# ---- an_frame_encoder_n37 ----
--- src/rtl/an_n37_pkg.sv ---
// Shared constants for the A=37 AN-code encoder and decoder array.
package an_n37_pkg;

    localparam int unsigned A         = 37;
    localparam int unsigned MSG_W     = 13;
    localparam int unsigned CW_W      = 18;
    localparam int unsigned NUM_SLOTS = 16;
    localparam int unsigned MSG_MAX   = 7084;

    typedef enum logic {StFill, StHold} state_e;

endpackage

--- src/rtl/an_encoder_n37.sv ---
// Combinational AN encoder: cw = m * 37 via shift-add, plus a range flag.
module an_encoder_n37
    import an_n37_pkg::*;
(
    input  logic [MSG_W-1:0] m,
    output logic [CW_W-1:0]  cw,
    output logic             in_range
);

    localparam logic [MSG_W-1:0] MaxMsg = MSG_W'(MSG_MAX);

    logic [CW_W:0] ext;
    logic [CW_W:0] wide;

    always_comb begin
        ext  = {{(CW_W + 1 - MSG_W){1'b0}}, m};
        wide = (ext << 5) + (ext << 2) + ext;
        cw   = wide[CW_W-1:0];
        // The carry bit is always clear for in-range messages.
        in_range = (m <= MaxMsg) && !wide[CW_W];
    end

endmodule

--- src/rtl/an_frame_encoder_n37.sv ---
// Packs 16 AN-encoded messages into a frame for the 4x4 decoder array,
// with early flush (zero padding) and a valid/ready frame handshake.
module an_frame_encoder_n37
    import an_n37_pkg::*;
(
    input  logic                      clk,
    input  logic                      rst,
    input  logic                      msg_valid,
    output logic                      msg_ready,
    input  logic [MSG_W-1:0]          msg_data,
    input  logic                      flush,
    output logic                      frame_valid,
    input  logic                      frame_ready,
    output logic [NUM_SLOTS*CW_W-1:0] frame_cw,
    output logic [4:0]                frame_len,
    output logic [3:0]                frame_id,
    output logic                      range_err,
    output logic [7:0]                err_cnt
);

    state_e          state_q;
    logic [4:0]      count_q;
    logic [CW_W-1:0] slots_q [NUM_SLOTS];
    logic            frame_valid_q;
    logic [4:0]      frame_len_q;
    logic [3:0]      frame_id_q;
    logic            range_err_q;
    logic [7:0]      err_cnt_q;

    logic [CW_W-1:0] cw;
    logic            in_range;
    logic            accept;
    logic            store;
    logic [4:0]      count_nxt;
    logic            close;

    an_encoder_n37 u_enc (
        .m        (msg_data),
        .cw       (cw),
        .in_range (in_range)
    );

    always_comb begin
        accept    = msg_valid && (state_q == StFill);
        store     = accept && in_range;
        count_nxt = count_q + {4'b0, store};
        close     = (count_nxt == 5'(NUM_SLOTS)) || (flush && (count_nxt != 5'd0));
    end

    always_ff @(posedge clk or posedge rst) begin
        if (rst) begin
            state_q       <= StFill;
            count_q       <= 5'd0;
            frame_valid_q <= 1'b0;
            frame_len_q   <= 5'd0;
            frame_id_q    <= 4'd0;
            range_err_q   <= 1'b0;
            err_cnt_q     <= 8'd0;
            for (int unsigned i = 0; i < NUM_SLOTS; i++) begin
                slots_q[i] <= '0;
            end
        end else begin
            range_err_q <= accept && !in_range;
            if (accept && !in_range && (err_cnt_q != 8'hff)) begin
                err_cnt_q <= err_cnt_q + 8'd1;
            end
            case (state_q)
                StFill: begin
                    // New codeword lands at count_q; padding only touches slots at or above count_nxt.
                    for (int unsigned i = 0; i < NUM_SLOTS; i++) begin
                        if (store && (5'(i) == count_q)) begin
                            slots_q[i] <= cw;
                        end else if (close && (5'(i) >= count_nxt)) begin
                            slots_q[i] <= '0;
                        end
                    end
                    count_q <= count_nxt;
                    if (close) begin
                        state_q       <= StHold;
                        frame_valid_q <= 1'b1;
                        frame_len_q   <= count_nxt;
                    end
                end
                StHold: begin
                    if (frame_ready) begin
                        state_q       <= StFill;
                        count_q       <= 5'd0;
                        frame_valid_q <= 1'b0;
                        frame_id_q    <= frame_id_q + 4'd1;
                    end
                end
                default: state_q <= StFill;
            endcase
        end
    end

    always_comb begin
        frame_cw = '0;
        for (int unsigned i = 0; i < NUM_SLOTS; i++) begin
            frame_cw[i*CW_W +: CW_W] = slots_q[i];
        end
    end

    assign msg_ready   = (state_q == StFill);
    assign frame_valid = frame_valid_q;
    assign frame_len   = frame_len_q;
    assign frame_id    = frame_id_q;
    assign range_err   = range_err_q;
    assign err_cnt     = err_cnt_q;

endmodule

--- config.mk ---
export PLATFORM = sky130hd
export DESIGN_NAME = an_frame_encoder_n37
export DESIGN_NICKNAME = d
export VERILOG_FILES = /design/src/rtl/an_n37_pkg.sv /design/src/rtl/an_encoder_n37.sv /design/src/rtl/an_frame_encoder_n37.sv
export SDC_FILE = /design/constraint.sdc
export NUM_CORES = 1
export LEC_CHECK = 0
export ABC_AREA = 0
export CORE_MARGIN = 5
export CORE_UTILIZATION = 50
export CTS_CLUSTER_SIZE = 24
export DETAILED_ROUTE_END_ITERATION = 10
export PLACE_DENSITY_LB_ADDON = 0.12
export SYNTH_ARGS = -nofsm -noshare
export SYNTH_HDL_FRONTEND = slang
export SYNTH_SLANG_ARGS = --single-unit
--- constraint.sdc ---
create_clock -name clk -period 13.8 [get_ports clk]
set_clock_uncertainty 0.05 [all_clocks]
set_input_delay 2.07 -clock clk [delete_from_list [all_inputs] [get_ports clk]]
set_output_delay 2.07 -clock clk [all_outputs]
set_load 0.01 [all_outputs]
Figure 1. Register map, names as in the netlist (an_frame_encoder_n37).
Scale bar: 50 µm.
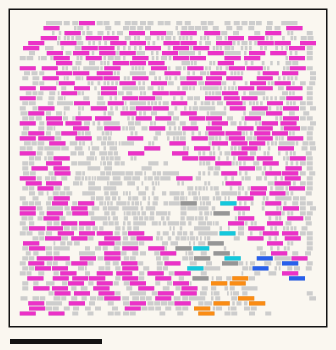
Blue stands for `frame_id`, flops 4, where lower right. Cyan stands for `frame_len`, flops 5. Magenta stands for `frame_cw`, flops 288, where all over the die. Orange stands for `err_cnt`, flops 8.
register area: 0.00783 mm²
flop share of the area: 44.7%
seq pwr: 1.14 mW
Final Util: 67.7%

Figure 2. Placement density heat map (an_frame_encoder_n37).
The die is cut into 17 by 17 equal tiles; white is low, dark blue is high, 0 to 100% covered.
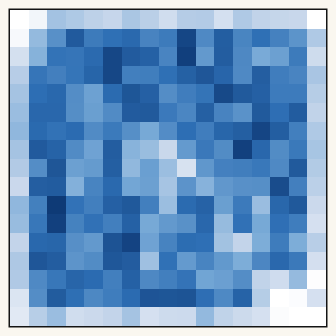
The mean over all tiles is 58%. 2.8% of the tiles are nearly empty. 27% of the tiles are over 75% full. The fullest tile reaches 96%. The emptiest ninth of the die: lower right.
fp util: 50.5%
core area: 0.0259 mm²

Figure 3. Cell outlines without signal wires (an_frame_encoder_n37).
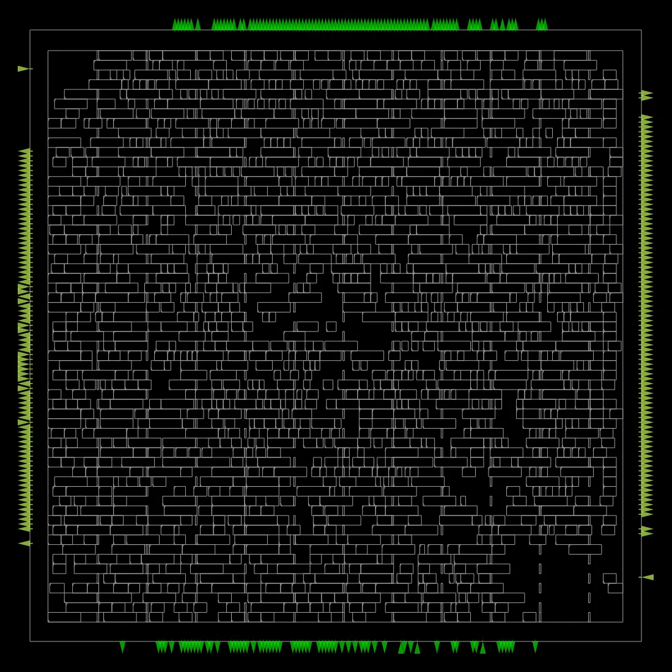
TAP cells: 335
# fillers: 2029

==> out/metrics.csv <==
stage,metric,value,unit
run_status,status,"finished, final reports clean",
critical_path,CP Launch Point,msg_data[0],
pwr,Total Power,3.00,mW
sta,Final min period,8.51,ns
floorplanning,Chip Area,0.0295,mm²
detailed_routing,DR vias,10400,
sta,final hold slack,0.422,ns
logic_synthesis,"Net Count, Synth",1173,
logic_synthesis,Mapped Area,0.0131,mm²
logic_synthesis,Top non-seq family,AND-OR/OR-AND gates,
logic_synthesis,flip-flops with a built-in enable,0,
pwr,worst IR drop on VDD,0.105,mV
clock_network,Post-CTS Setup Inserts,0,
critical_path,Worst setup endpoint,frame_cw[121]$_DFFE_PP0P_,
critical_path,CP Launch Type,input port,
detailed_routing,Post-Route WL,40.9,mm
critical_path,R2R depth,11,
clock_network,clock buffer count from CTS,34,
logic_synthesis,register share after synthesis,59.9,%
clock_network,Bufs on Longest Clock Path,3,
critical_path,kind of critical path,in -> reg,
grt,met2 Resource Use GR,43.0,%
logic_synthesis,top cells by area,"dfrtp_1 (60%), nand3_1 (7.6%), a22o_1 (5.4%), o21ai_0 (4.1%), o21ai_1 (3.2%)",
job,Max Cap Viol,0,
detailed_routing,DRT antenna net count,0,
critical_path,CP max FO,23,
clock_network,CTS Root Cell,clkbuf_16,
logic_synthesis,top post-synthesis cells by count,"dfrtp_1 (313), nand3_1 (198), o21ai_0 (108), o21ai_1 (83), a22o_1 (80)",
pwr,PD cells,171,mW/mm²
clock_network,CTS tree,done,
clock_network,Clock transition at path regs,0.06,ns
logic_synthesis,post-synthesis async set-or-reset flop share,100,%
placement,# port buffers,325,
critical_path,reg2reg end,frame_cw[121]$_DFFE_PP0P_,
final_layout,Non-Filler Instances,1776,
sta,Fmax,117,MHz
critical_path,reg2reg start,state_q$_DFF_PP0_,
logic_synthesis,Synth area leader,dfrtp_1,
grt,number of global-route vias before repair,10400,
placement,gpl congestion,0.857,
critical_path,flop-to-flop setup slack,9.08,ns
logic_synthesis,Simple-Gate Area Share,11.6,%
==> layout make-up <==
| cell class | count | area [µm²] |
|---|---|---|
| well taps | 335 | 419 |
| multi-input cells | 707 | 4750 |
| clock inverters | 7 | 81.3 |
| inverters | 20 | 82.6 |
| clock buffers | 54 | 996 |
| fillers | 2029 | 8380 |
| flip-flops and latches | 313 | 7830 |
| repair buffers | 340 | 3370 |
==> report_power, final <==
part	internal [mW]	leakage, nW	switching (mW)
clock	0.517	0.523	0.360
sequential	1.04	4.29	0.0908
combinational	0.401	2.78	0.592
total	1.96	7.59	1.04

# ---- alu381_sequencer_flat ----
`config.mk`:
```
export PLATFORM = sky130hd
export DESIGN_NAME = alu381_sequencer_flat
export DESIGN_NICKNAME = d
export VERILOG_FILES = /design/src/rtl/alu381_sequencer_if.sv /design/src/rtl/alu381_sequencer.sv /design/src/flat_wrapper.sv
export SDC_FILE = /design/constraint.sdc
export NUM_CORES = 1
export LEC_CHECK = 0
export CAP_MARGIN = 30
export CELL_PAD_IN_SITES_DETAIL_PLACEMENT = 1
export CELL_PAD_IN_SITES_GLOBAL_PLACEMENT = 2
export CORE_MARGIN = 4
export CORE_UTILIZATION = 26
export CTS_CLUSTER_DIAMETER = 120
export DETAILED_ROUTE_END_ITERATION = 6
export PLACE_DENSITY = 0.75
export SYNTH_ARGS = -nofsm -noshare
export SYNTH_HDL_FRONTEND = slang
export SYNTH_SLANG_ARGS = --single-unit
```
`constraint.sdc`:
```
create_clock -name clk -period 1.87 [get_ports clk]
set_input_delay 0.4675 -clock clk [delete_from_list [all_inputs] [get_ports clk]]
set_output_delay 0.4675 -clock clk [all_outputs]
set_load 0.02 [all_outputs]
```
`src/rtl/alu381_sequencer_if.sv`:
```
// ---------------------------------------------------------------------------
// alu381_sequencer_if
//   Bundles the three channels around the ALU sequencer:
//     request  : req_valid/req_ready handshake carrying req_a, req_b, req_sel
//     ALU      : alu_a, alu_b, alu_s toward the ALU; alu_f, alu_c back
//     response : rsp_valid/rsp_ready handshake carrying rsp_f, rsp_c, rsp_err
//     status   : op_count, the number of completed responses (wraps at 256)
//   Modports:
//     slave  - the sequencer itself
//     master - its environment: the requesting master, the response consumer
//              and the combinational ALU slice
// ---------------------------------------------------------------------------
interface alu381_sequencer_if;
  // request channel
  logic       req_valid;
  logic       req_ready;
  logic [3:0] req_a;
  logic [3:0] req_b;
  logic [2:0] req_sel;

  // ALU operand/result channel
  logic [3:0] alu_a;
  logic [3:0] alu_b;
  logic [2:0] alu_s;
  logic [3:0] alu_f;
  logic       alu_c;

  // response channel
  logic       rsp_valid;
  logic       rsp_ready;
  logic [3:0] rsp_f;
  logic       rsp_c;
  logic       rsp_err;

  // status
  logic [7:0] op_count;

  modport slave (
    input  req_valid, req_a, req_b, req_sel,
    output req_ready,
    output alu_a, alu_b, alu_s,
    input  alu_f, alu_c,
    output rsp_valid, rsp_f, rsp_c, rsp_err,
    input  rsp_ready,
    output op_count
  );

  modport master (
    output req_valid, req_a, req_b, req_sel,
    input  req_ready,
    input  alu_a, alu_b, alu_s,
    output alu_f, alu_c,
    input  rsp_valid, rsp_f, rsp_c, rsp_err,
    output rsp_ready,
    input  op_count
  );
endinterface

```
`src/rtl/alu381_sequencer.sv`:
```
// ---------------------------------------------------------------------------
// alu381_sequencer
//   Issues one operation at a time to a 4-bit 74LS381-style ALU slice.
//   A request is accepted in IDLE; a supported select is applied to the ALU
//   and held for SETTLE_CYCLES cycles, after which {C,F} is captured and
//   returned on the response channel. Select 111 (preset) is not supported:
//   it is answered immediately with rsp_err=1 and {C,F}=0, leaving the ALU
//   inputs untouched.
//
//   Parameters:
//     SETTLE_CYCLES - cycles the ALU inputs are held before sampling (1..15)
//   Ports:
//     clk - rising-edge clock
//     rst - synchronous, active-high reset; aborts any operation in flight
//     bus - alu381_sequencer_if.slave (request, ALU, response, op_count)
// ---------------------------------------------------------------------------
module alu381_sequencer #(
  parameter int unsigned SETTLE_CYCLES = 1
) (
  input  logic               clk,
  input  logic               rst,
  alu381_sequencer_if.slave  bus
);

  // Terminal value of the settle counter; the counter starts at 0 on the
  // first DRIVE cycle, so this marks the SETTLE_CYCLES-th cycle.
  localparam logic [3:0] SETTLE_LAST = 4'(SETTLE_CYCLES - 1);
  localparam logic [2:0] SEL_PRESET  = 3'b111;

  typedef enum logic [1:0] {
    IDLE  = 2'd0,
    DRIVE = 2'd1,
    RESP  = 2'd2
  } state_t;

  state_t     state;
  state_t     state_nxt;

  logic [3:0] settle_cnt;
  logic [3:0] alu_a_q;
  logic [3:0] alu_b_q;
  logic [2:0] alu_s_q;
  logic [3:0] rsp_f_q;
  logic       rsp_c_q;
  logic       rsp_err_q;
  logic [7:0] op_count_q;

  logic       req_fire;
  logic       rsp_fire;
  logic       sel_bad;
  logic       settle_done;

  // Handshake flags come straight from the state register, so they are
  // stable for the whole cycle.
  assign bus.req_ready = (state == IDLE);
  assign bus.rsp_valid = (state == RESP);

  assign req_fire    = bus.req_valid && (state == IDLE);
  assign rsp_fire    = bus.rsp_ready && (state == RESP);
  assign sel_bad     = (bus.req_sel == SEL_PRESET);
  assign settle_done = (state == DRIVE) && (settle_cnt == SETTLE_LAST);

  // -------------------------------------------------------------------------
  // State register
  // -------------------------------------------------------------------------
  // NOTE: sequential blocks use non-blocking (<=) so every flop samples the
  // pre-edge values of its inputs regardless of statement order.
  always_ff @(posedge clk) begin
    if (rst) begin
      state <= IDLE;
    end else begin
      state <= state_nxt;
    end
  end

  // -------------------------------------------------------------------------
  // Next-state logic
  // -------------------------------------------------------------------------
  // NOTE: the default assignment first keeps every path assigned, so no latch
  // is inferred for state_nxt.
  always_comb begin
    state_nxt = state;
    unique case (state)
      IDLE: begin
        if (req_fire) begin
          state_nxt = sel_bad ? RESP : DRIVE;
        end
      end
      DRIVE: begin
        if (settle_done) begin
          state_nxt = RESP;
        end
      end
      RESP: begin
        if (rsp_fire) begin
          state_nxt = IDLE;
        end
      end
      default: state_nxt = IDLE;
    endcase
  end

  // -------------------------------------------------------------------------
  // Datapath: ALU operand registers, settle counter, response capture
  // -------------------------------------------------------------------------
  always_ff @(posedge clk) begin
    if (rst) begin
      settle_cnt <= 4'd0;
      alu_a_q    <= 4'd0;
      alu_b_q    <= 4'd0;
      alu_s_q    <= 3'b000;
      rsp_f_q    <= 4'd0;
      rsp_c_q    <= 1'b0;
      rsp_err_q  <= 1'b0;
      op_count_q <= 8'd0;
    end else begin
      if (state == DRIVE) begin
        settle_cnt <= settle_cnt + 4'd1;
      end

      if (req_fire) begin
        settle_cnt <= 4'd0;
        if (sel_bad) begin
          // Unsupported select: answer at once, ALU inputs keep old values.
          rsp_f_q   <= 4'd0;
          rsp_c_q   <= 1'b0;
          rsp_err_q <= 1'b1;
        end else begin
          alu_a_q <= bus.req_a;
          alu_b_q <= bus.req_b;
          alu_s_q <= bus.req_sel;
        end
      end

      // {C,F} is returned verbatim; the sequencer never interprets it.
      if (settle_done) begin
        rsp_f_q   <= bus.alu_f;
        rsp_c_q   <= bus.alu_c;
        rsp_err_q <= 1'b0;
      end

      // Error responses count as completed operations too.
      if (rsp_fire) begin
        op_count_q <= op_count_q + 8'd1;
      end
    end
  end

  assign bus.alu_a    = alu_a_q;
  assign bus.alu_b    = alu_b_q;
  assign bus.alu_s    = alu_s_q;
  assign bus.rsp_f    = rsp_f_q;
  assign bus.rsp_c    = rsp_c_q;
  assign bus.rsp_err  = rsp_err_q;
  assign bus.op_count = op_count_q;

endmodule

```
`src/flat_wrapper.sv`:
```
// flat-port wrapper written by rule: the top's interface ports become plain ports
module alu381_sequencer_flat 
#(
  parameter int unsigned SETTLE_CYCLES = 1
)
  (clk, rst, bus_req_valid, bus_req_a, bus_req_b, bus_req_sel, bus_req_ready, bus_alu_a, bus_alu_b, bus_alu_s, bus_alu_f, bus_alu_c, bus_rsp_valid, bus_rsp_f, bus_rsp_c, bus_rsp_err, bus_rsp_ready, bus_op_count);
  alu381_sequencer_if bus_i ();
  input  logic clk;
  input  logic rst;
  input wire logic [$bits(bus_i.req_valid)-1:0] bus_req_valid;
  input wire logic [$bits(bus_i.req_a)-1:0] bus_req_a;
  input wire logic [$bits(bus_i.req_b)-1:0] bus_req_b;
  input wire logic [$bits(bus_i.req_sel)-1:0] bus_req_sel;
  output wire logic [$bits(bus_i.req_ready)-1:0] bus_req_ready;
  output wire logic [$bits(bus_i.alu_a)-1:0] bus_alu_a;
  output wire logic [$bits(bus_i.alu_b)-1:0] bus_alu_b;
  output wire logic [$bits(bus_i.alu_s)-1:0] bus_alu_s;
  input wire logic [$bits(bus_i.alu_f)-1:0] bus_alu_f;
  input wire logic [$bits(bus_i.alu_c)-1:0] bus_alu_c;
  output wire logic [$bits(bus_i.rsp_valid)-1:0] bus_rsp_valid;
  output wire logic [$bits(bus_i.rsp_f)-1:0] bus_rsp_f;
  output wire logic [$bits(bus_i.rsp_c)-1:0] bus_rsp_c;
  output wire logic [$bits(bus_i.rsp_err)-1:0] bus_rsp_err;
  input wire logic [$bits(bus_i.rsp_ready)-1:0] bus_rsp_ready;
  output wire logic [$bits(bus_i.op_count)-1:0] bus_op_count;
  assign bus_i.req_valid = bus_req_valid;
  assign bus_i.req_a = bus_req_a;
  assign bus_i.req_b = bus_req_b;
  assign bus_i.req_sel = bus_req_sel;
  assign bus_req_ready = bus_i.req_ready;
  assign bus_alu_a = bus_i.alu_a;
  assign bus_alu_b = bus_i.alu_b;
  assign bus_alu_s = bus_i.alu_s;
  assign bus_i.alu_f = bus_alu_f;
  assign bus_i.alu_c = bus_alu_c;
  assign bus_rsp_valid = bus_i.rsp_valid;
  assign bus_rsp_f = bus_i.rsp_f;
  assign bus_rsp_c = bus_i.rsp_c;
  assign bus_rsp_err = bus_i.rsp_err;
  assign bus_i.rsp_ready = bus_rsp_ready;
  assign bus_op_count = bus_i.op_count;
  alu381_sequencer #(.SETTLE_CYCLES(SETTLE_CYCLES)) u_core (.clk(clk), .rst(rst), .bus(bus_i));
endmodule
```
Figure 4. Cell outlines without signal wires (alu381_sequencer_flat).
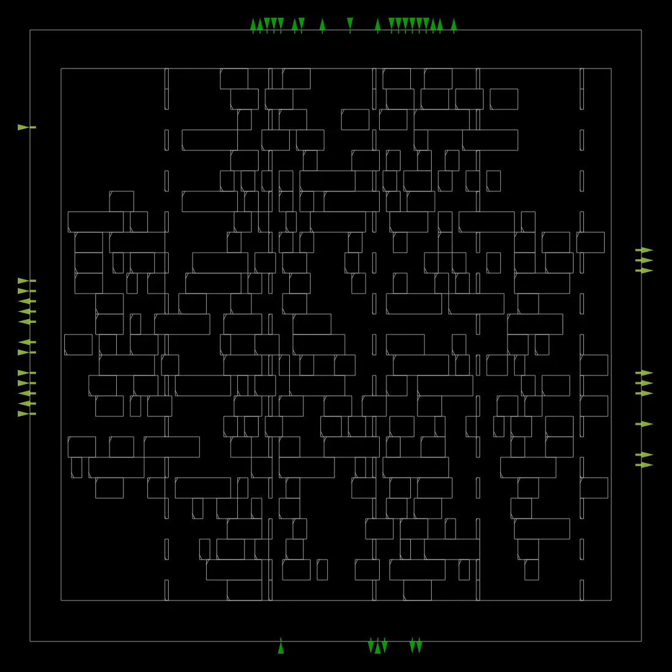
# fillers: 604
Site Rows: 26
TAP cells: 70
Non-Filler Instances: 280
Seq cells: 31

==> out/metrics.csv <==
stage,metric,value,unit
pwr,Power Clock,497,µW
critical_path,Setup crit end kind,output pin,
sta,Final min period,1.81,ns
logic_synthesis,Simple-Gate Area Share,24.0,%
final_layout,layout cells sized above 1,11.4,%
sta,Final Hold Violating Endpoints,0,
pwr,Lkg Pwr,0.785,nW
logic_synthesis,synthesized area per cell,8.89,µm²
logic_synthesis,Synth Area in Adders,2.69,%
critical_path,reg2reg start,u_core.settle_cnt[0]$_SDFFE_PP0P_,
grt,largest net degree at the start of global routing,38,
floorplanning,chip height,81.3,µm
logic_synthesis,top cells by area,"dfxtp_1 (44%), a21oi_1 (6.5%), nand3_1 (3.9%), o21ai_0 (3.9%), o32ai_1 (3.1%)",
min_path,HP Class,reg -> reg,
grt,Top Usage Layer GRT,met2,
clock_network,Bufs on Longest Clock Path,2,
grt,met1 usage,13.7,%
grt,GRT Total Usage,12.8,%
grt,first-pass GRT wire length,6.55,mm
sta,fin. max-slew vios,0,
critical_path,CP Launch Type,flip-flop,
critical_path,CP bufs+invs,1,
grt,initial antenna violation count,0,
logic_synthesis,top-count cell post-synth,dfxtp_1,
run_status,status,"finished, final reports clean",
critical_path,reg2reg end,u_core.state[1]$_SDFFE_PP0P_,
sta,final hold slack,0.482,ns
logic_synthesis,Top non-seq family,simple AND/OR/NAND/NOR gates,
critical_path,flop-to-flop setup slack,0.27,ns
pwr,Pint,1.10,mW
floorplanning,Chip Area,0.00661,mm²
final_layout,most common logic cells in the final layout,"clkdlybuf4s50_1 (44), dfxtp_1 (31), a21oi_1 (18), nand3_1 (11), o21ai_0 (11)",
logic_synthesis,Synth area leader,dfxtp_1,
sta,worst setup margin,0.0565,ns
logic_synthesis,Synth Area in XOR/XNOR,1.25,%
logic_synthesis,Top-area cell share,44.4,%
floorplanning,core area,0.00517,mm²
critical_path,CP Launch Point,u_core.bus.op_count[3]$_SDFFE_PP0P_,
pwr,Total Power,1.52,mW
sta,Clock Skew,0.00491,ns
detailed_routing,DRT antenna net count,0,
logic_synthesis,number of cells in Yosys stat,157,
pwr,PD cells,740,mW/mm²
critical_path,Worst setup endpoint,bus_op_count[3],
critical_path,CP max FO,7,
critical_path,Crit path required time,1.40,ns
logic_synthesis,Mapped Area,0.00140,mm²
critical_path,Crit path max-delay family,buffers and inverters,
detailed_routing,DR DRC count,0,
pwr,worst IR drop on VDD,0.365,mV
job,tool warnings,27,
logic_synthesis,AO/OA Area Share,19.3,%
final_layout,max FFs per register,8,
job,Max Cap Viol,0,
sta,final setup vio count,0,
detailed_routing,Avg WL per Cell,14.5,µm
clock_network,Post-CTS Setup Inserts,0,
logic_synthesis,flip-flops with a built-in enable,0,
logic_synthesis,Mux area share,2.15,%
sta,Tcrit/Tclk final,97.0,%
placement,gpl congestion,0.716,
sta,worst rel slew slack,69.2,%
final_layout,diodes inserted,0,
final_layout,area grow syn2layout,47.3,%
[timing repair]
| action | CTS | global route |
|---|---|---|
| resized | 2 | 0 |
| hold buffers | 0 | 0 |
| setup endpoints to repair | 2 | 0 |
| endpoints found under the hold margin | 0 | 0 |
[final cells by class]
cell class / instances / area (µm²) / share of cell area (%)
inverter: 10 / 37.5 / 1.82
clock buffer: 5 / 68.8 / 3.35
clock inverter: 3 / 15.0 / 0.730
multi-input combinational: 106 / 689 / 33.5
sequential: 31 / 621 / 30.2
timing repair buffer: 55 / 538 / 26.2
tap: 70 / 87.6 / 4.26

# ---- decode_buffer_ctrl ----
Figure 5. Placement density heat map (decode_buffer_ctrl).
The die is cut into 22 by 22 equal tiles; white is low, dark blue is high, 0 to 100% covered.
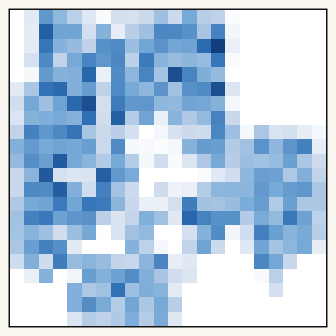
### src/rtl/decode_buffer_ctrl.sv
// In-order DEPTH-entry decode queue: payload visible one cycle after push, head held while raw_i is high.
// Backpressure: ready_pre_o drops when full or flushing and ignores ready_post_i.
module decode_buffer_ctrl #(
    parameter int DATA_W = 64,
    parameter int DEPTH  = 4,
    parameter int CNT_W  = 32
) (
    input  logic                       clock,
    input  logic                       reset,
    input  logic                       flush_i,
    input  logic                       valid_pre_i,
    output logic                       ready_pre_o,
    input  logic [DATA_W-1:0]          data_i,
    input  logic                       raw_i,
    output logic                       valid_post_o,
    input  logic                       ready_post_i,
    output logic [DATA_W-1:0]          data_o,
    output logic                       we_o,
    output logic                       branch_valid_o,
    output logic [1:0]                 state_o,
    output logic [$clog2(DEPTH):0]     count_o,
    output logic [CNT_W-1:0]           stall_cnt_o
);

    localparam int PTR_W = $clog2(DEPTH);
    localparam int CW    = PTR_W + 1;
    localparam logic [CW-1:0] FULL = CW'(DEPTH);

    typedef enum logic [1:0] {
        IDLE   = 2'b00,
        ACTIVE = 2'b01,
        STALL  = 2'b10,
        FLUSH  = 2'b11
    } state_t;

    state_t             state, state_nxt;
    logic [CW-1:0]      count, count_nxt;
    logic [PTR_W-1:0]   wr_ptr, rd_ptr;
    logic [DATA_W-1:0]  mem [DEPTH];
    logic [CNT_W-1:0]   stall_cnt;
    logic               push, pop, stall_inc;

    // Gating with reset keeps we_o low while reset is held, even if fetch is presenting data.
    assign push      = valid_pre_i & ready_pre_o & ~flush_i & reset;
    assign pop       = valid_post_o & ready_post_i & ~flush_i;
    assign stall_inc = (count != '0) & raw_i & (state != FLUSH);

    always_comb begin
        count_nxt = count;
        if (flush_i)
            count_nxt = '0;
        else if (push && !pop)
            count_nxt = count + CW'(1);
        else if (pop && !push)
            count_nxt = count - CW'(1);
    end

    always_ff @(posedge clock or negedge reset) begin
        if (!reset) begin
            state     <= IDLE;
            count     <= '0;
            wr_ptr    <= '0;
            rd_ptr    <= '0;
            stall_cnt <= '0;
        end else begin
            state <= state_nxt;
            count <= count_nxt;
            if (flush_i) begin
                wr_ptr <= '0;
                rd_ptr <= '0;
            end else begin
                if (push) wr_ptr <= wr_ptr + PTR_W'(1);
                if (pop)  rd_ptr <= rd_ptr + PTR_W'(1);
            end
            if (stall_inc && stall_cnt != {CNT_W{1'b1}})
                stall_cnt <= stall_cnt + CNT_W'(1);
        end
    end

    always_ff @(posedge clock) begin
        if (push) mem[wr_ptr] <= data_i;
    end

    always_comb begin
        state_nxt = state;
        if (flush_i) begin
            state_nxt = FLUSH;
        end else begin
            case (state)
                IDLE:    if (push) state_nxt = ACTIVE;
                ACTIVE:  if (count_nxt == '0) state_nxt = IDLE;
                         else if (raw_i)      state_nxt = STALL;
                STALL:   if (count_nxt == '0) state_nxt = IDLE;
                         else if (!raw_i)     state_nxt = ACTIVE;
                FLUSH:   state_nxt = IDLE;
                default: state_nxt = IDLE;
            endcase
        end
    end

    // STALL is a perf indicator only; issue gating uses the live raw_i.
    always_comb begin
        ready_pre_o    = (count != FULL) && (state != FLUSH);
        valid_post_o   = (count != '0) && !raw_i && (state != FLUSH);
        branch_valid_o = valid_post_o;
        we_o           = push;
        state_o        = state;
        count_o        = count;
        stall_cnt_o    = stall_cnt;
        data_o         = mem[rd_ptr];
    end

endmodule

### config.mk
export PLATFORM = sky130hd
export DESIGN_NAME = decode_buffer_ctrl
export DESIGN_NICKNAME = d
export VERILOG_FILES = /design/src/rtl/decode_buffer_ctrl.sv
export SDC_FILE = /design/constraint.sdc
export NUM_CORES = 1
export LEC_CHECK = 0
export ABC_AREA = 1
export CORE_MARGIN = 2
export CORE_UTILIZATION = 25
export CTS_CLUSTER_SIZE = 12
export DETAILED_ROUTE_END_ITERATION = 10
export GPL_TIMING_DRIVEN = 0
export PLACE_DENSITY = 0.48
export SLEW_MARGIN = 20
export SYNTH_ARGS = -nofsm -noshare
export SYNTH_HDL_FRONTEND = slang
export SYNTH_SLANG_ARGS = --single-unit
### constraint.sdc
create_clock -name clock -period 11 [get_ports clock]
set_input_delay 1.65 -clock clock [delete_from_list [all_inputs] [get_ports clock]]
set_output_delay 1.65 -clock clock [all_outputs]
set_load 0.03 [all_outputs]
==> out/metrics.csv <==
stage,metric,value,unit
detailed_routing,DRT antenna net count,0,
sta,Setup Total Neg Slack,0,ns
grt,Congestion Overflow GR,0,
detailed_routing,wire length on met1,14.8,mm
sta,fin. max-slew vios,0,
critical_path,reg2reg start,count_o[0]$_DFF_PN0_,
detailed_routing,routed length on met3,2.32,mm
clock_network,clock buffer count from CTS,35,
logic_synthesis,"Registers, synthesis",297,
pwr,Pint,2.01,mW
logic_synthesis,Mux area share,0,%
run_status,status,"finished, final reports clean",
placement,DP Worst Slack,5.84,ns
critical_path,CP Launch Point,rd_ptr[0]$_DFFE_PN0P_,
pwr,Comb power,370,µW
logic_synthesis,Mapped Area,0.0120,mm²
min_path,HP Class,reg -> reg,
detailed_routing,Via density,4.48,
detailed_routing,Post-Route WL,33.5,mm
logic_synthesis,Top-area cell share,64.1,%
grt,met1 usage,17.4,%
About Figure 5:
26% of the tiles are nearly empty. The emptiest ninth of the die: upper right. 3.1% of the tiles are over 75% full.
fp util: 25.2%
Final Util: 33.5%
core area: 0.0475 mm²

[worst register-to-register path: stages, from the launching register on]
cell,delay [ns]
dfrtp_1,0.40
inv_1,0.10
ha_1,0.23
nand2_1,0.08
nand2_1,0.11
nor2_4,0.23
inv_1,0.22
nor2_4,0.59
buf_16,0.25
buf_8,0.18
[flip-flops by register name (all words and copies together) (netlist names)]
signal       count
mem            256
stall_cnt_o     32
count_o          3
rd_ptr           2
state_o          2
wr_ptr           2

# ---- ex_stage ----
Figure 6. Placement density heat map (ex_stage).
The die is cut into 29 by 26 equal tiles; white is low, dark blue is high, 0 to 100% covered.
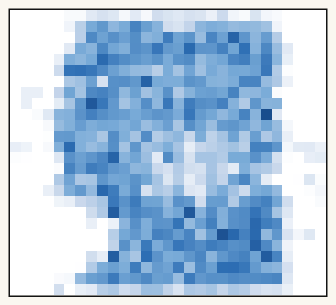
Figure 7. Cell outlines without signal wires (ex_stage).
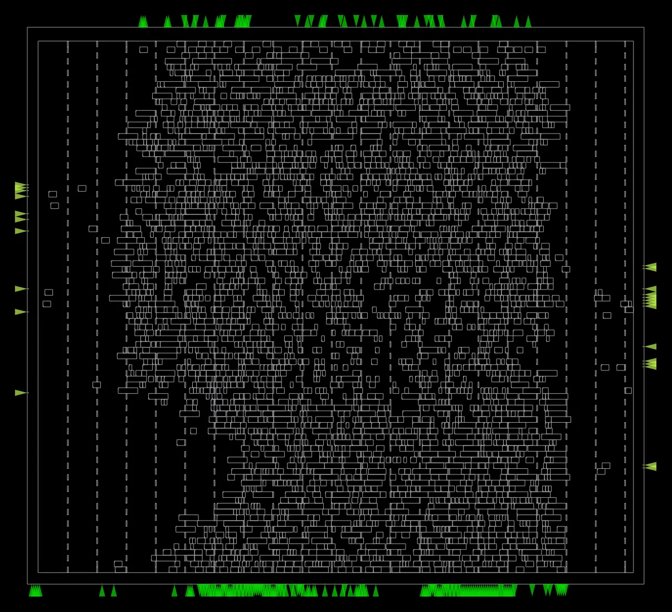
Figure 8. Signal wires on met3 (ex_stage).
Scale bar: 100 µm.
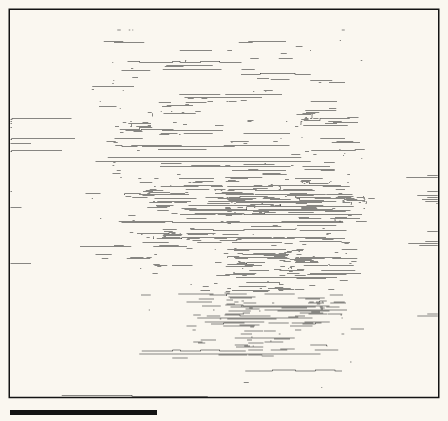
$ cat src/rtl/ex_stage.sv
// Execute stage of the 5-stage MIPS core: ALU/shift/immediate datapath, an
// iterative shift-add multiplier that stalls the front end, and the EX/MEM register.
module ex_stage #(
    parameter int BITS_PER_STEP = 1
) (
    input  logic        clk,
    input  logic        rst_n,
    input  logic [31:0] ID_EX_A,
    input  logic [31:0] ID_EX_B,
    input  logic [4:0]  ID_EX_rt,
    input  logic [4:0]  ID_EX_rs,
    input  logic [4:0]  ID_EX_rd,
    input  logic [5:0]  ID_EX_opcode,
    input  logic [31:0] ID_EX_sign_extend_offset,
    input  logic        ID_EX_wb_reg_write,
    input  logic        ID_EX_wb_mem_to_reg,
    input  logic        ID_EX_mem_read,
    input  logic        ID_EX_mem_write,
    input  logic        ID_EX_ex_imm_command,
    input  logic        ID_EX_ex_alu_src_b,
    input  logic        ID_EX_ex_alu_rslt_src,
    input  logic [1:0]  ID_EX_ex_dst_reg_sel,
    input  logic [1:0]  ID_EX_ex_alu_op,
    output logic [31:0] EX_MEM_alu_result,
    output logic [31:0] EX_MEM_B,
    output logic [4:0]  EX_MEM_dst_reg,
    output logic        EX_MEM_wb_reg_write,
    output logic        EX_MEM_wb_mem_to_reg,
    output logic        EX_MEM_mem_read,
    output logic        EX_MEM_mem_write,
    output logic [4:0]  ex_dst_reg,
    output logic        pstop_o
);

    localparam int         N        = 32 / BITS_PER_STEP;
    localparam logic [4:0] LAST_CNT = 5'(N - 1);

    typedef enum logic [1:0] {
        IDLE,
        BUSY,
        DONE
    } mul_state_t;

    mul_state_t  state;
    mul_state_t  state_next;

    logic [5:0]  funct;
    logic [4:0]  shamt;
    logic [31:0] imm_val;
    logic [31:0] op_b;
    logic        signed_lt;
    logic        unsigned_lt;
    logic [31:0] alu_val;
    logic [31:0] result;
    logic        mul_present;

    logic [31:0] mcand;
    logic [31:0] mplier;
    logic [31:0] acc;
    logic [31:0] partial;
    logic [4:0]  cnt;

    logic        unused_rs;

    // rs is only consumed by the hazard unit upstream.
    assign unused_rs = ^ID_EX_rs;

    assign funct   = ID_EX_sign_extend_offset[5:0];
    assign shamt   = ID_EX_sign_extend_offset[10:6];
    assign imm_val = ID_EX_ex_imm_command ? {16'h0000, ID_EX_sign_extend_offset[15:0]}
                                          : ID_EX_sign_extend_offset;
    assign op_b    = ID_EX_ex_alu_src_b ? imm_val : ID_EX_B;

    assign signed_lt   = $signed(ID_EX_A) < $signed(op_b);
    assign unsigned_lt = ID_EX_A < op_b;

    always_comb begin
        alu_val = '0;
        case (ID_EX_ex_alu_op)
            2'b00: alu_val = ID_EX_A + op_b;
            2'b01: alu_val = ID_EX_A - op_b;
            2'b10: begin
                case (funct)
                    6'h20, 6'h21: alu_val = ID_EX_A + op_b;
                    6'h22, 6'h23: alu_val = ID_EX_A - op_b;
                    6'h24:        alu_val = ID_EX_A & op_b;
                    6'h25:        alu_val = ID_EX_A | op_b;
                    6'h26:        alu_val = ID_EX_A ^ op_b;
                    6'h27:        alu_val = ~(ID_EX_A | op_b);
                    6'h2A:        alu_val = {31'b0, signed_lt};
                    6'h2B:        alu_val = {31'b0, unsigned_lt};
                    6'h00:        alu_val = op_b << shamt;
                    6'h02:        alu_val = op_b >> shamt;
                    6'h03:        alu_val = $signed(op_b) >>> shamt;
                    default:      alu_val = '0;
                endcase
            end
            default: begin
                case (ID_EX_opcode)
                    6'h0A:   alu_val = {31'b0, signed_lt};
                    6'h0B:   alu_val = {31'b0, unsigned_lt};
                    6'h0C:   alu_val = ID_EX_A & op_b;
                    6'h0D:   alu_val = ID_EX_A | op_b;
                    6'h0E:   alu_val = ID_EX_A ^ op_b;
                    6'h0F:   alu_val = {ID_EX_sign_extend_offset[15:0], 16'h0000};
                    default: alu_val = '0;
                endcase
            end
        endcase
    end

    always_comb begin
        ex_dst_reg = '0;
        case (ID_EX_ex_dst_reg_sel)
            2'b00:   ex_dst_reg = ID_EX_rt;
            2'b01:   ex_dst_reg = ID_EX_rd;
            2'b10:   ex_dst_reg = 5'd31;
            default: ex_dst_reg = 5'd0;
        endcase
    end

    assign mul_present = ID_EX_ex_alu_rslt_src & ID_EX_wb_reg_write;
    assign pstop_o     = rst_n & mul_present & (state != DONE);
    assign result      = ID_EX_ex_alu_rslt_src ? acc : alu_val;

    always_ff @(posedge clk or negedge rst_n) begin
        if (!rst_n) begin
            state <= IDLE;
        end else begin
            state <= state_next;
        end
    end

    always_comb begin
        state_next = state;
        case (state)
            IDLE:    if (mul_present) state_next = BUSY;
            BUSY:    if (cnt == LAST_CNT) state_next = DONE;
            DONE:    state_next = IDLE;
            default: state_next = IDLE;
        endcase
    end

    // Partial product for the low BITS_PER_STEP multiplier bits, as a shift-add.
    always_comb begin
        partial = '0;
        for (int i = 0; i < BITS_PER_STEP; i++) begin
            if (mplier[i]) begin
                partial = partial + (mcand << i);
            end
        end
    end

    always_ff @(posedge clk or negedge rst_n) begin
        if (!rst_n) begin
            mcand  <= '0;
            mplier <= '0;
            acc    <= '0;
            cnt    <= '0;
        end else begin
            case (state)
                IDLE: begin
                    if (mul_present) begin
                        mcand  <= ID_EX_A;
                        mplier <= ID_EX_B;
                        acc    <= '0;
                        cnt    <= '0;
                    end
                end
                BUSY: begin
                    acc    <= acc + partial;
                    mcand  <= mcand << BITS_PER_STEP;
                    mplier <= mplier >> BITS_PER_STEP;
                    cnt    <= cnt + 5'd1;
                end
                default: begin
                end
            endcase
        end
    end

    // A stall turns the captured instruction into a bubble; data fields just hold.
    always_ff @(posedge clk or negedge rst_n) begin
        if (!rst_n) begin
            EX_MEM_alu_result    <= '0;
            EX_MEM_B             <= '0;
            EX_MEM_dst_reg       <= '0;
            EX_MEM_wb_reg_write  <= 1'b0;
            EX_MEM_wb_mem_to_reg <= 1'b0;
            EX_MEM_mem_read      <= 1'b0;
            EX_MEM_mem_write     <= 1'b0;
        end else if (pstop_o) begin
            EX_MEM_wb_reg_write  <= 1'b0;
            EX_MEM_wb_mem_to_reg <= 1'b0;
            EX_MEM_mem_read      <= 1'b0;
            EX_MEM_mem_write     <= 1'b0;
        end else begin
            EX_MEM_alu_result    <= result;
            EX_MEM_B             <= ID_EX_B;
            EX_MEM_dst_reg       <= ex_dst_reg;
            EX_MEM_wb_reg_write  <= ID_EX_wb_reg_write;
            EX_MEM_wb_mem_to_reg <= ID_EX_wb_mem_to_reg;
            EX_MEM_mem_read      <= ID_EX_mem_read;
            EX_MEM_mem_write     <= ID_EX_mem_write;
        end
    end

endmodule

$ cat config.mk
export PLATFORM = sky130hd
export DESIGN_NAME = ex_stage
export DESIGN_NICKNAME = d
export VERILOG_FILES = /design/src/rtl/ex_stage.sv
export SDC_FILE = /design/constraint.sdc
export NUM_CORES = 1
export LEC_CHECK = 0
export CAP_MARGIN = 20
export CORE_ASPECT_RATIO = 0.9
export CORE_MARGIN = 5
export CORE_UTILIZATION = 30
export CTS_CLUSTER_SIZE = 20
export DETAILED_ROUTE_END_ITERATION = 10
export HOLD_SLACK_MARGIN = 0.05
export SKIP_LAST_GASP = 1
export SYNTH_ARGS = -nofsm -noshare
export SYNTH_HDL_FRONTEND = slang
export SYNTH_SLANG_ARGS = --single-unit
$ cat constraint.sdc
create_clock -name clk -period 4.6 [get_ports clk]
set_input_delay 0.46 -clock clk [delete_from_list [all_inputs] [get_ports clk]]
set_output_delay 0.46 -clock clk [all_outputs]
set_load 0.005 [all_outputs]
==> out/metrics.csv <==
stage,metric,value,unit
run_status,status,"finished, final reports clean",
logic_synthesis,Mapped Cells,2784,
logic_synthesis,YS chip area,0.0212,mm²
critical_path,flop-to-flop setup slack,0.61,ns
sta,unrepaired setup endpoints after global routing,no,
sta,Clock Skew,0.0151,ns
sta,final hold slack,0.434,ns
critical_path,reg2reg end,acc[30]$_DFFE_PN0P_,
critical_path,CP Launch Point,ID_EX_B[1],
grt,number of global-route vias before repair,21800,
min_path,HP Class,in -> async,
sta,worst setup margin,0.456,ns
placement,# port buffers,203,
sta,Fmax,241,MHz
logic_synthesis,number of cells in Yosys stat,2784,
placement,gpl congestion,1.08,
pwr,Comb power,4.38,mW
logic_synthesis,"Registers, synthesis",176,
final_layout,final-stage net count,3311,
clock_network,# H-tree levels,4,
sta,Tcrit/Tclk final,90.1,%
sta,actual slew at the worst max-slew pin,1.20,ns
pwr,Pint,4.69,mW
placement,DP Worst Slack,0.0824,ns
clock_network,clock buffer count from CTS,17,
clock_network,CTS tree,done,
critical_path,kind of critical path,in -> reg,
critical_path,R2R depth,16,
clock_network,clock latency at the later pin of the worst-skew pair,0.49,ns
clock_network,clock sinks,176,
pwr,Comb pwr share,52.9,%
pwr,Main power group,combinational logic,
logic_synthesis,top-count cell post-synth,nand2_1,
logic_synthesis,Synth Area in Adders,8.61,%
sta,final setup vio count,0,
clock_network,CTS Root Cell,clkbuf_16,
critical_path,Worst setup endpoint,EX_MEM_alu_result[28]$_DFFE_PN0N_,
detailed_routing,DRT antenna net count,0,
floorplanning,I/O pins,209,
logic_synthesis,flip-flops with a built-in enable,0,
pwr,Switching Fraction,43.3,%
pwr,PD cells,318,mW/mm²
logic_synthesis,register share after synthesis,20.8,%
critical_path,Crit path required time,5.01,ns
floorplanning,Chip Area,0.0761,mm²
critical_path,Setup crit end kind,flip-flop,
logic_synthesis,"Top FF cell, synth",dfrtp_1,
logic_synthesis,Synth area leader,dfrtp_1,
logic_synthesis,Synth Area in XOR/XNOR,3.88,%
final_layout,layout cells sized above 1,13.5,%
pwr,Power Clock,1.51,mW
pwr,Total Power,8.27,mW
placement,HPWL Detailed,76.0,mm
final_layout,area grow syn2layout,22.8,%
final_layout,Comb gate area,0.0155,mm²
pwr,Net Switching,3.58,mW
final_layout,Buffers excl. clock,453,
final_layout,Multi-In Gates,2273,
final_layout,Max-area cell class,combinational gates,
pwr,seq pwr,2.39,mW
logic_synthesis,AO/OA Area Share,27.3,%
final_layout,buffer share of cell area,15.1,%
job,tool warnings,107,
detailed_routing,Avg WL per Cell,24.2,µm
floorplanning,die width,290,µm
pwr,Lkg Pwr,11.4,nW
critical_path,CP max FO,3,
## Picture notes: Figure 6
The emptiest ninth of the die: lower left. 2.7% of the tiles are over 75% full. The densest ninth of the die: bottom centre. The fullest tile reaches 89%. The mean over all tiles is 33%. 27% of the tiles are nearly empty.
core area: 0.0701 mm²
fp util: 30.2%
Final Util: 37.1%

## Picture notes: Figure 7
Site Rows: 92
flop share of the area: 16.9%
# fillers: 7302
Non-Filler Instances: 3992

## Picture notes: Figure 8
The layer carries 7790 µm of wire. The wires run mostly horizontal.
DR vias: 23000
Post-Route WL: 96.7 mm
met3 usage: 4.61%

## routing by layer
metal,routed length (µm),vias up,track usage (%)
met5,13,-,0
met2,43900,1066,39.6
met1,39600,11100,31.9
met3,7790,221,4.61
li1,-,10600,-
met4,5360,2,12.3
## critical path, stage by stage
cell	delay (ns)
clkdlybuf4s50_1	0.51
mux2i_1	0.27
buf_4	0.25
buf_4	0.13
fa_1	0.36
nor2b_1	0.16
o211a_1	0.29
o211a_1	0.30
a211oi_2	0.32
buf_4	0.19
a21oi_1	0.07
o21ai_1	0.35
o21ai_1	0.15
or4_1	0.40
and3_1	0.20
a21oi_1	0.13

# ---- seq_multiplier ----
**src/rtl/seq_multiplier.sv**
```systemverilog
// Sequential unsigned shift-add multiplier for the RISC SPM datapath.
//
// Ports:
//   clk      - clock, rising edge
//   rst      - asynchronous active-low reset
//   load_md  - start strobe (control unit Load_Reg_md); may be held high
//   op_a     - multiplicand (Reg_Y)
//   op_b     - multiplier (Bus_1)
//   mul_done - product valid; high for the single DONE cycle
//   mul_busy - high while iterating
//   mul_lsb  - product[word_size-1:0]
//   mul_msb  - product[2*word_size-1:word_size]
//   mul_zero - final product == 0 (valid while mul_done)
//   mul_ovf  - final product does not fit in one word (valid while mul_done)
//
// Build option: define MUL_EARLY_EXIT_EN to finish as soon as the remaining
// multiplier bits are all zero (minimum one iteration, same product).
module seq_multiplier #(
    parameter int unsigned word_size = 8,
    parameter int unsigned cnt_size  = 4
) (
    input  logic                 clk,
    input  logic                 rst,
    input  logic                 load_md,
    input  logic [word_size-1:0] op_a,
    input  logic [word_size-1:0] op_b,
    output logic                 mul_done,
    output logic                 mul_busy,
    output logic [word_size-1:0] mul_lsb,
    output logic [word_size-1:0] mul_msb,
    output logic                 mul_zero,
    output logic                 mul_ovf
);

    localparam int unsigned PW = 2 * word_size;

    localparam logic [1:0] IDLE = 2'd0;
    localparam logic [1:0] BUSY = 2'd1;
    localparam logic [1:0] DONE = 2'd2;

    logic [1:0]           state_q,  state_d;
    logic [PW-1:0]        prod_q,   prod_d;
    logic [PW-1:0]        mcand_q,  mcand_d;
    logic [word_size-1:0] mplier_q, mplier_d;
    logic [cnt_size-1:0]  cnt_q,    cnt_d;
    logic                 done_q,   done_d;
    logic                 busy_q,   busy_d;
    logic                 zero_q,   zero_d;
    logic                 ovf_q,    ovf_d;
    logic                 last_iter;

    // State and datapath registers
    always_ff @(posedge clk or negedge rst) begin
        if (!rst) begin
            state_q  <= IDLE;
            prod_q   <= '0;
            mcand_q  <= '0;
            mplier_q <= '0;
            cnt_q    <= '0;
            done_q   <= 1'b0;
            busy_q   <= 1'b0;
            zero_q   <= 1'b0;
            ovf_q    <= 1'b0;
        end else begin
            state_q  <= state_d;
            prod_q   <= prod_d;
            mcand_q  <= mcand_d;
            mplier_q <= mplier_d;
            cnt_q    <= cnt_d;
            done_q   <= done_d;
            busy_q   <= busy_d;
            zero_q   <= zero_d;
            ovf_q    <= ovf_d;
        end
    end

    // Next-state, datapath and registered-output logic
    always_comb begin
        state_d   = state_q;
        prod_d    = prod_q;
        mcand_d   = mcand_q;
        mplier_d  = mplier_q;
        cnt_d     = cnt_q;
        done_d    = 1'b0;
        busy_d    = busy_q;
        zero_d    = 1'b0;
        ovf_d     = 1'b0;
        last_iter = 1'b0;

        case (state_q)
            IDLE: begin
                if (load_md) begin
                    mcand_d  = PW'(op_a);
                    mplier_d = op_b;
                    prod_d   = '0;
                    cnt_d    = '0;
                    busy_d   = 1'b1;
                    state_d  = BUSY;
                end
            end

            BUSY: begin
                if (mplier_q[0]) begin
                    prod_d = prod_q + mcand_q;
                end
                mcand_d  = mcand_q << 1;
                mplier_d = mplier_q >> 1;
                cnt_d    = cnt_q + cnt_size'(1);
`ifdef MUL_EARLY_EXIT_EN
                // No set bits left to add: the product is already final
                last_iter = (cnt_d == cnt_size'(word_size)) || (mplier_d == '0);
`else
                last_iter = (cnt_d == cnt_size'(word_size));
`endif
                if (last_iter) begin
                    state_d = DONE;
                    busy_d  = 1'b0;
                    done_d  = 1'b1;
                    zero_d  = (prod_d == '0);
                    ovf_d   = (prod_d[PW-1:word_size] != '0);
                end
            end

            DONE: begin
                // A strobe seen in DONE is a fresh start
                if (load_md) begin
                    mcand_d  = PW'(op_a);
                    mplier_d = op_b;
                    prod_d   = '0;
                    cnt_d    = '0;
                    busy_d   = 1'b1;
                    state_d  = BUSY;
                end else begin
                    state_d = IDLE;
                end
            end

            default: begin
                state_d = IDLE;
                busy_d  = 1'b0;
            end
        endcase
    end

    assign mul_done = done_q;
    assign mul_busy = busy_q;
    assign mul_lsb  = prod_q[word_size-1:0];
    assign mul_msb  = prod_q[PW-1:word_size];
    assign mul_zero = zero_q;
    assign mul_ovf  = ovf_q;

endmodule

```
**config.mk**
```make
export PLATFORM = sky130hd
export DESIGN_NAME = seq_multiplier
export DESIGN_NICKNAME = d
export VERILOG_FILES = /design/src/rtl/seq_multiplier.sv
export SDC_FILE = /design/constraint.sdc
export NUM_CORES = 1
export LEC_CHECK = 0
export CAP_MARGIN = 40
export CORE_MARGIN = 4
export CORE_UTILIZATION = 55
export CTS_CLUSTER_DIAMETER = 150
export DETAILED_ROUTE_END_ITERATION = 12
export GPL_ROUTABILITY_DRIVEN = 0
export PLACE_DENSITY = 0.87
export SLEW_MARGIN = 40
export SYNTH_ARGS = -nofsm -noshare
export SYNTH_HDL_FRONTEND = slang
export SYNTH_SLANG_ARGS = --single-unit
```
**constraint.sdc**
```tcl
create_clock -name clk -period 3.1 [get_ports clk]
set_input_delay 0.62 -clock clk [delete_from_list [all_inputs] [get_ports clk]]
set_output_delay 0.62 -clock clk [all_outputs]
set_load 0.01 [all_outputs]
```
Figure 9. Placement density heat map (seq_multiplier).
The die is cut into 8 by 8 equal tiles; white is low, dark blue is high, 0 to 100% covered.
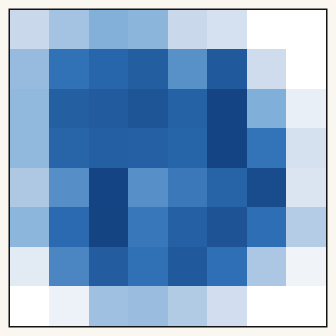
The densest ninth of the die: centre. The fullest tile reaches 92%. The emptiest ninth of the die: upper right. 34% of the tiles are over 75% full. 9.4% of the tiles are nearly empty.
Final Util: 68.2%
fp util: 57.1%

==> out/metrics.csv <==
stage,metric,value,unit
run_status,status,"finished, final reports clean",
critical_path,reg2reg start,prod_q[0]$_DFFE_PN0P_,
pwr,Comb power,2.03,mW
logic_synthesis,Mux area share,6.48,%
pwr,Clk pwr share,13.0,%
detailed_routing,max layer used,met4,
logic_synthesis,Synth Area in Adders,7.93,%
job,tool warnings,27,
sta,Setup Total Neg Slack,0,ns
grt,met3 usage,5.10,%
grt,number of global-route vias before repair,2478,
sta,Final min period,2.94,ns
critical_path,Crit path max-delay family,AND-OR/OR-AND gates,
pwr,Reg power frac,32.0,%
logic_synthesis,synthesized area per cell,9.91,µm²
final_layout,layout cells sized above 1,5.97,%
floorplanning,I/O pins,39,
logic_synthesis,top cells by area,"dfrtp_1 (43%), ha_1 (7.2%), mux2i_1 (6.5%), o21ai_0 (5.5%), a22o_1 (5.4%)",
detailed_routing,Avg WL per Cell,17.2,µm
logic_synthesis,Top non-seq family,AND-OR/OR-AND gates,
critical_path,CP Launch Point,prod_q[0]$_DFFE_PN0P_,
floorplanning,die width,81.0,µm
floorplanning,TAP cells,70,
pwr,PD cells,1050,mW/mm²
critical_path,flop-to-flop setup slack,0.16,ns
critical_path,reg2reg end,mul_zero$_DFF_PN0_,
sta,worst rel slew slack,49.2,%
logic_synthesis,Synth cell types,48,
final_layout,area grow syn2layout,19.4,%
pwr,Main power group,combinational logic,
final_layout,logic share of the area,45.9,%
final_layout,Non-Filler Instances,405,
pwr,Pint,2.06,mW
final_layout,Multi-In Gates,229,
sta,Tcrit/Tclk final,94.8,%
sta,Fmax,340,MHz
critical_path,Setup crit end kind,flip-flop,
grt,largest net degree at the start of global routing,51,
final_layout,register area,0.00125,mm²
sta,fin. max-slew vios,0,
logic_synthesis,Ys Warns,0,
detailed_routing,wire length on met1,3.05,mm
logic_synthesis,top-count cell post-synth,dfrtp_1,
clock_network,Bufs on Longest Clock Path,2,
logic_synthesis,Synth Area in XOR/XNOR,4.48,%
detailed_routing,Via density,6.19,
pwr,Total Power,3.69,mW
pwr,Lkg Pwr,1.63,nW
cell usage in the layout, fill, tap and decap left out, types with 7 or more instances in the layout:
cell type,instances
xnor2_1,10
ha_1,17
buf_4,7
nor3_1,8
clkdlybuf4s50_1,37
mux2i_1,19
dfrtp_1,50
o21ai_0,32
nor2_1,13
nand2_1,33
a22o_1,18
a21oi_1,7
nand3_1,11
what timing repair did:
| action | 4_1_cts | 5_1_grt |
|---|---|---|
| setup endpoints to repair | 0 | 2 |
| setup buffers | 0 | 0 |
| hold endpoints to repair | 0 | 0 |
| gates resized | 0 | 1 |


==> notes/layouts.md <==
Pictures saved along the way, in no particular order.

Register map, names as in the netlist.
panel A
Scale bar: 20 µm.
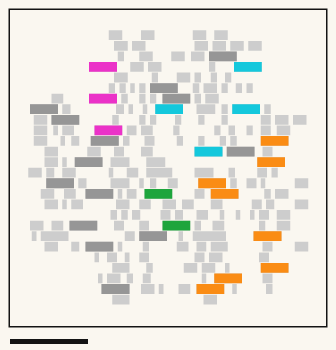
panel B
Scale bar: 50 µm.
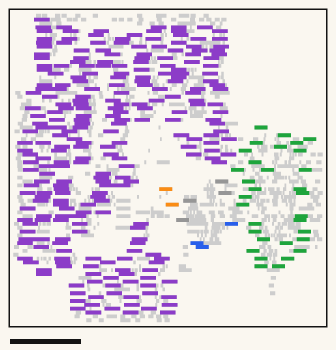
panel C
Scale bar: 20 µm.
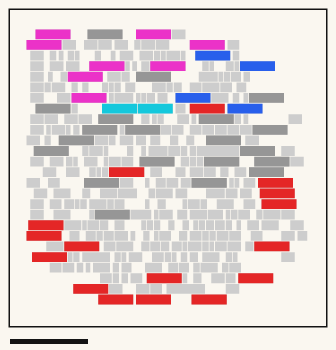
The one with the largest die is panel B.
The one with the fewest sequential cells is panel A.
alu381_sequencer_flat: panel A
seq_multiplier: panel C
decode_buffer_ctrl: panel B


## Gallery

Signal wires on met3.
shot_01.png
Scale bar: 20 µm.
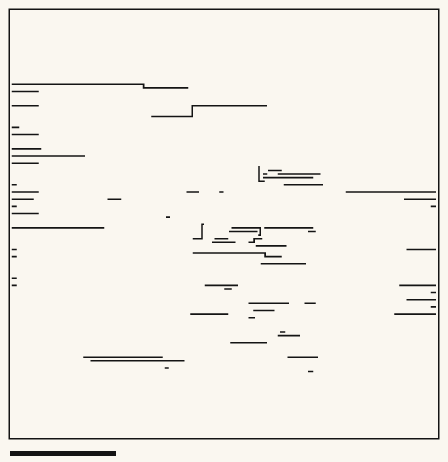
shot_02.png
Scale bar: 50 µm.
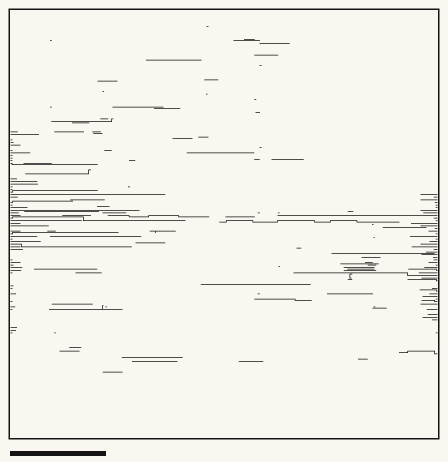
shot_03.png
Scale bar: 50 µm.
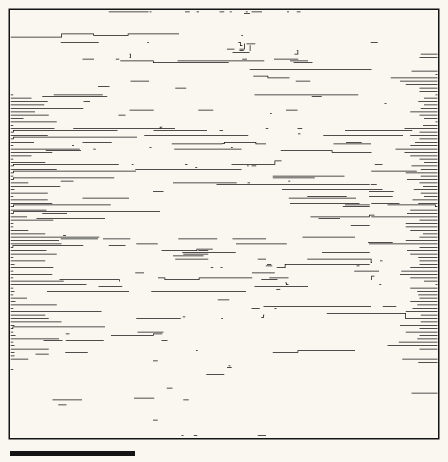
shot_04.png
Scale bar: 20 µm.
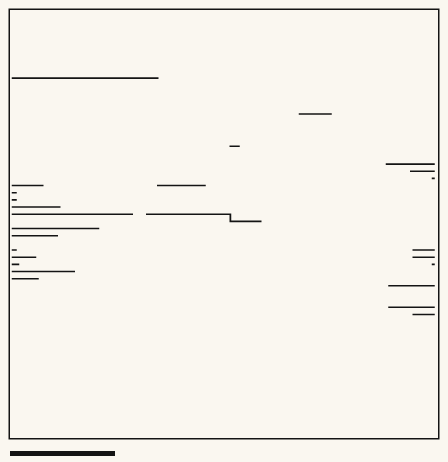
shot_03.png comes from an_frame_encoder_n37.
shot_04.png comes from alu381_sequencer_flat.
shot_01.png comes from seq_multiplier.
shot_02.png comes from decode_buffer_ctrl.
The one with the largest die is shot_02.png.

Key to shot_01.png:
The layer carries 361 µm of wire. The longest straight run is 24.8 µm. 51 nets have wire on it.

Power figures rest on the tool's default switching activity, not on a simulated workload.
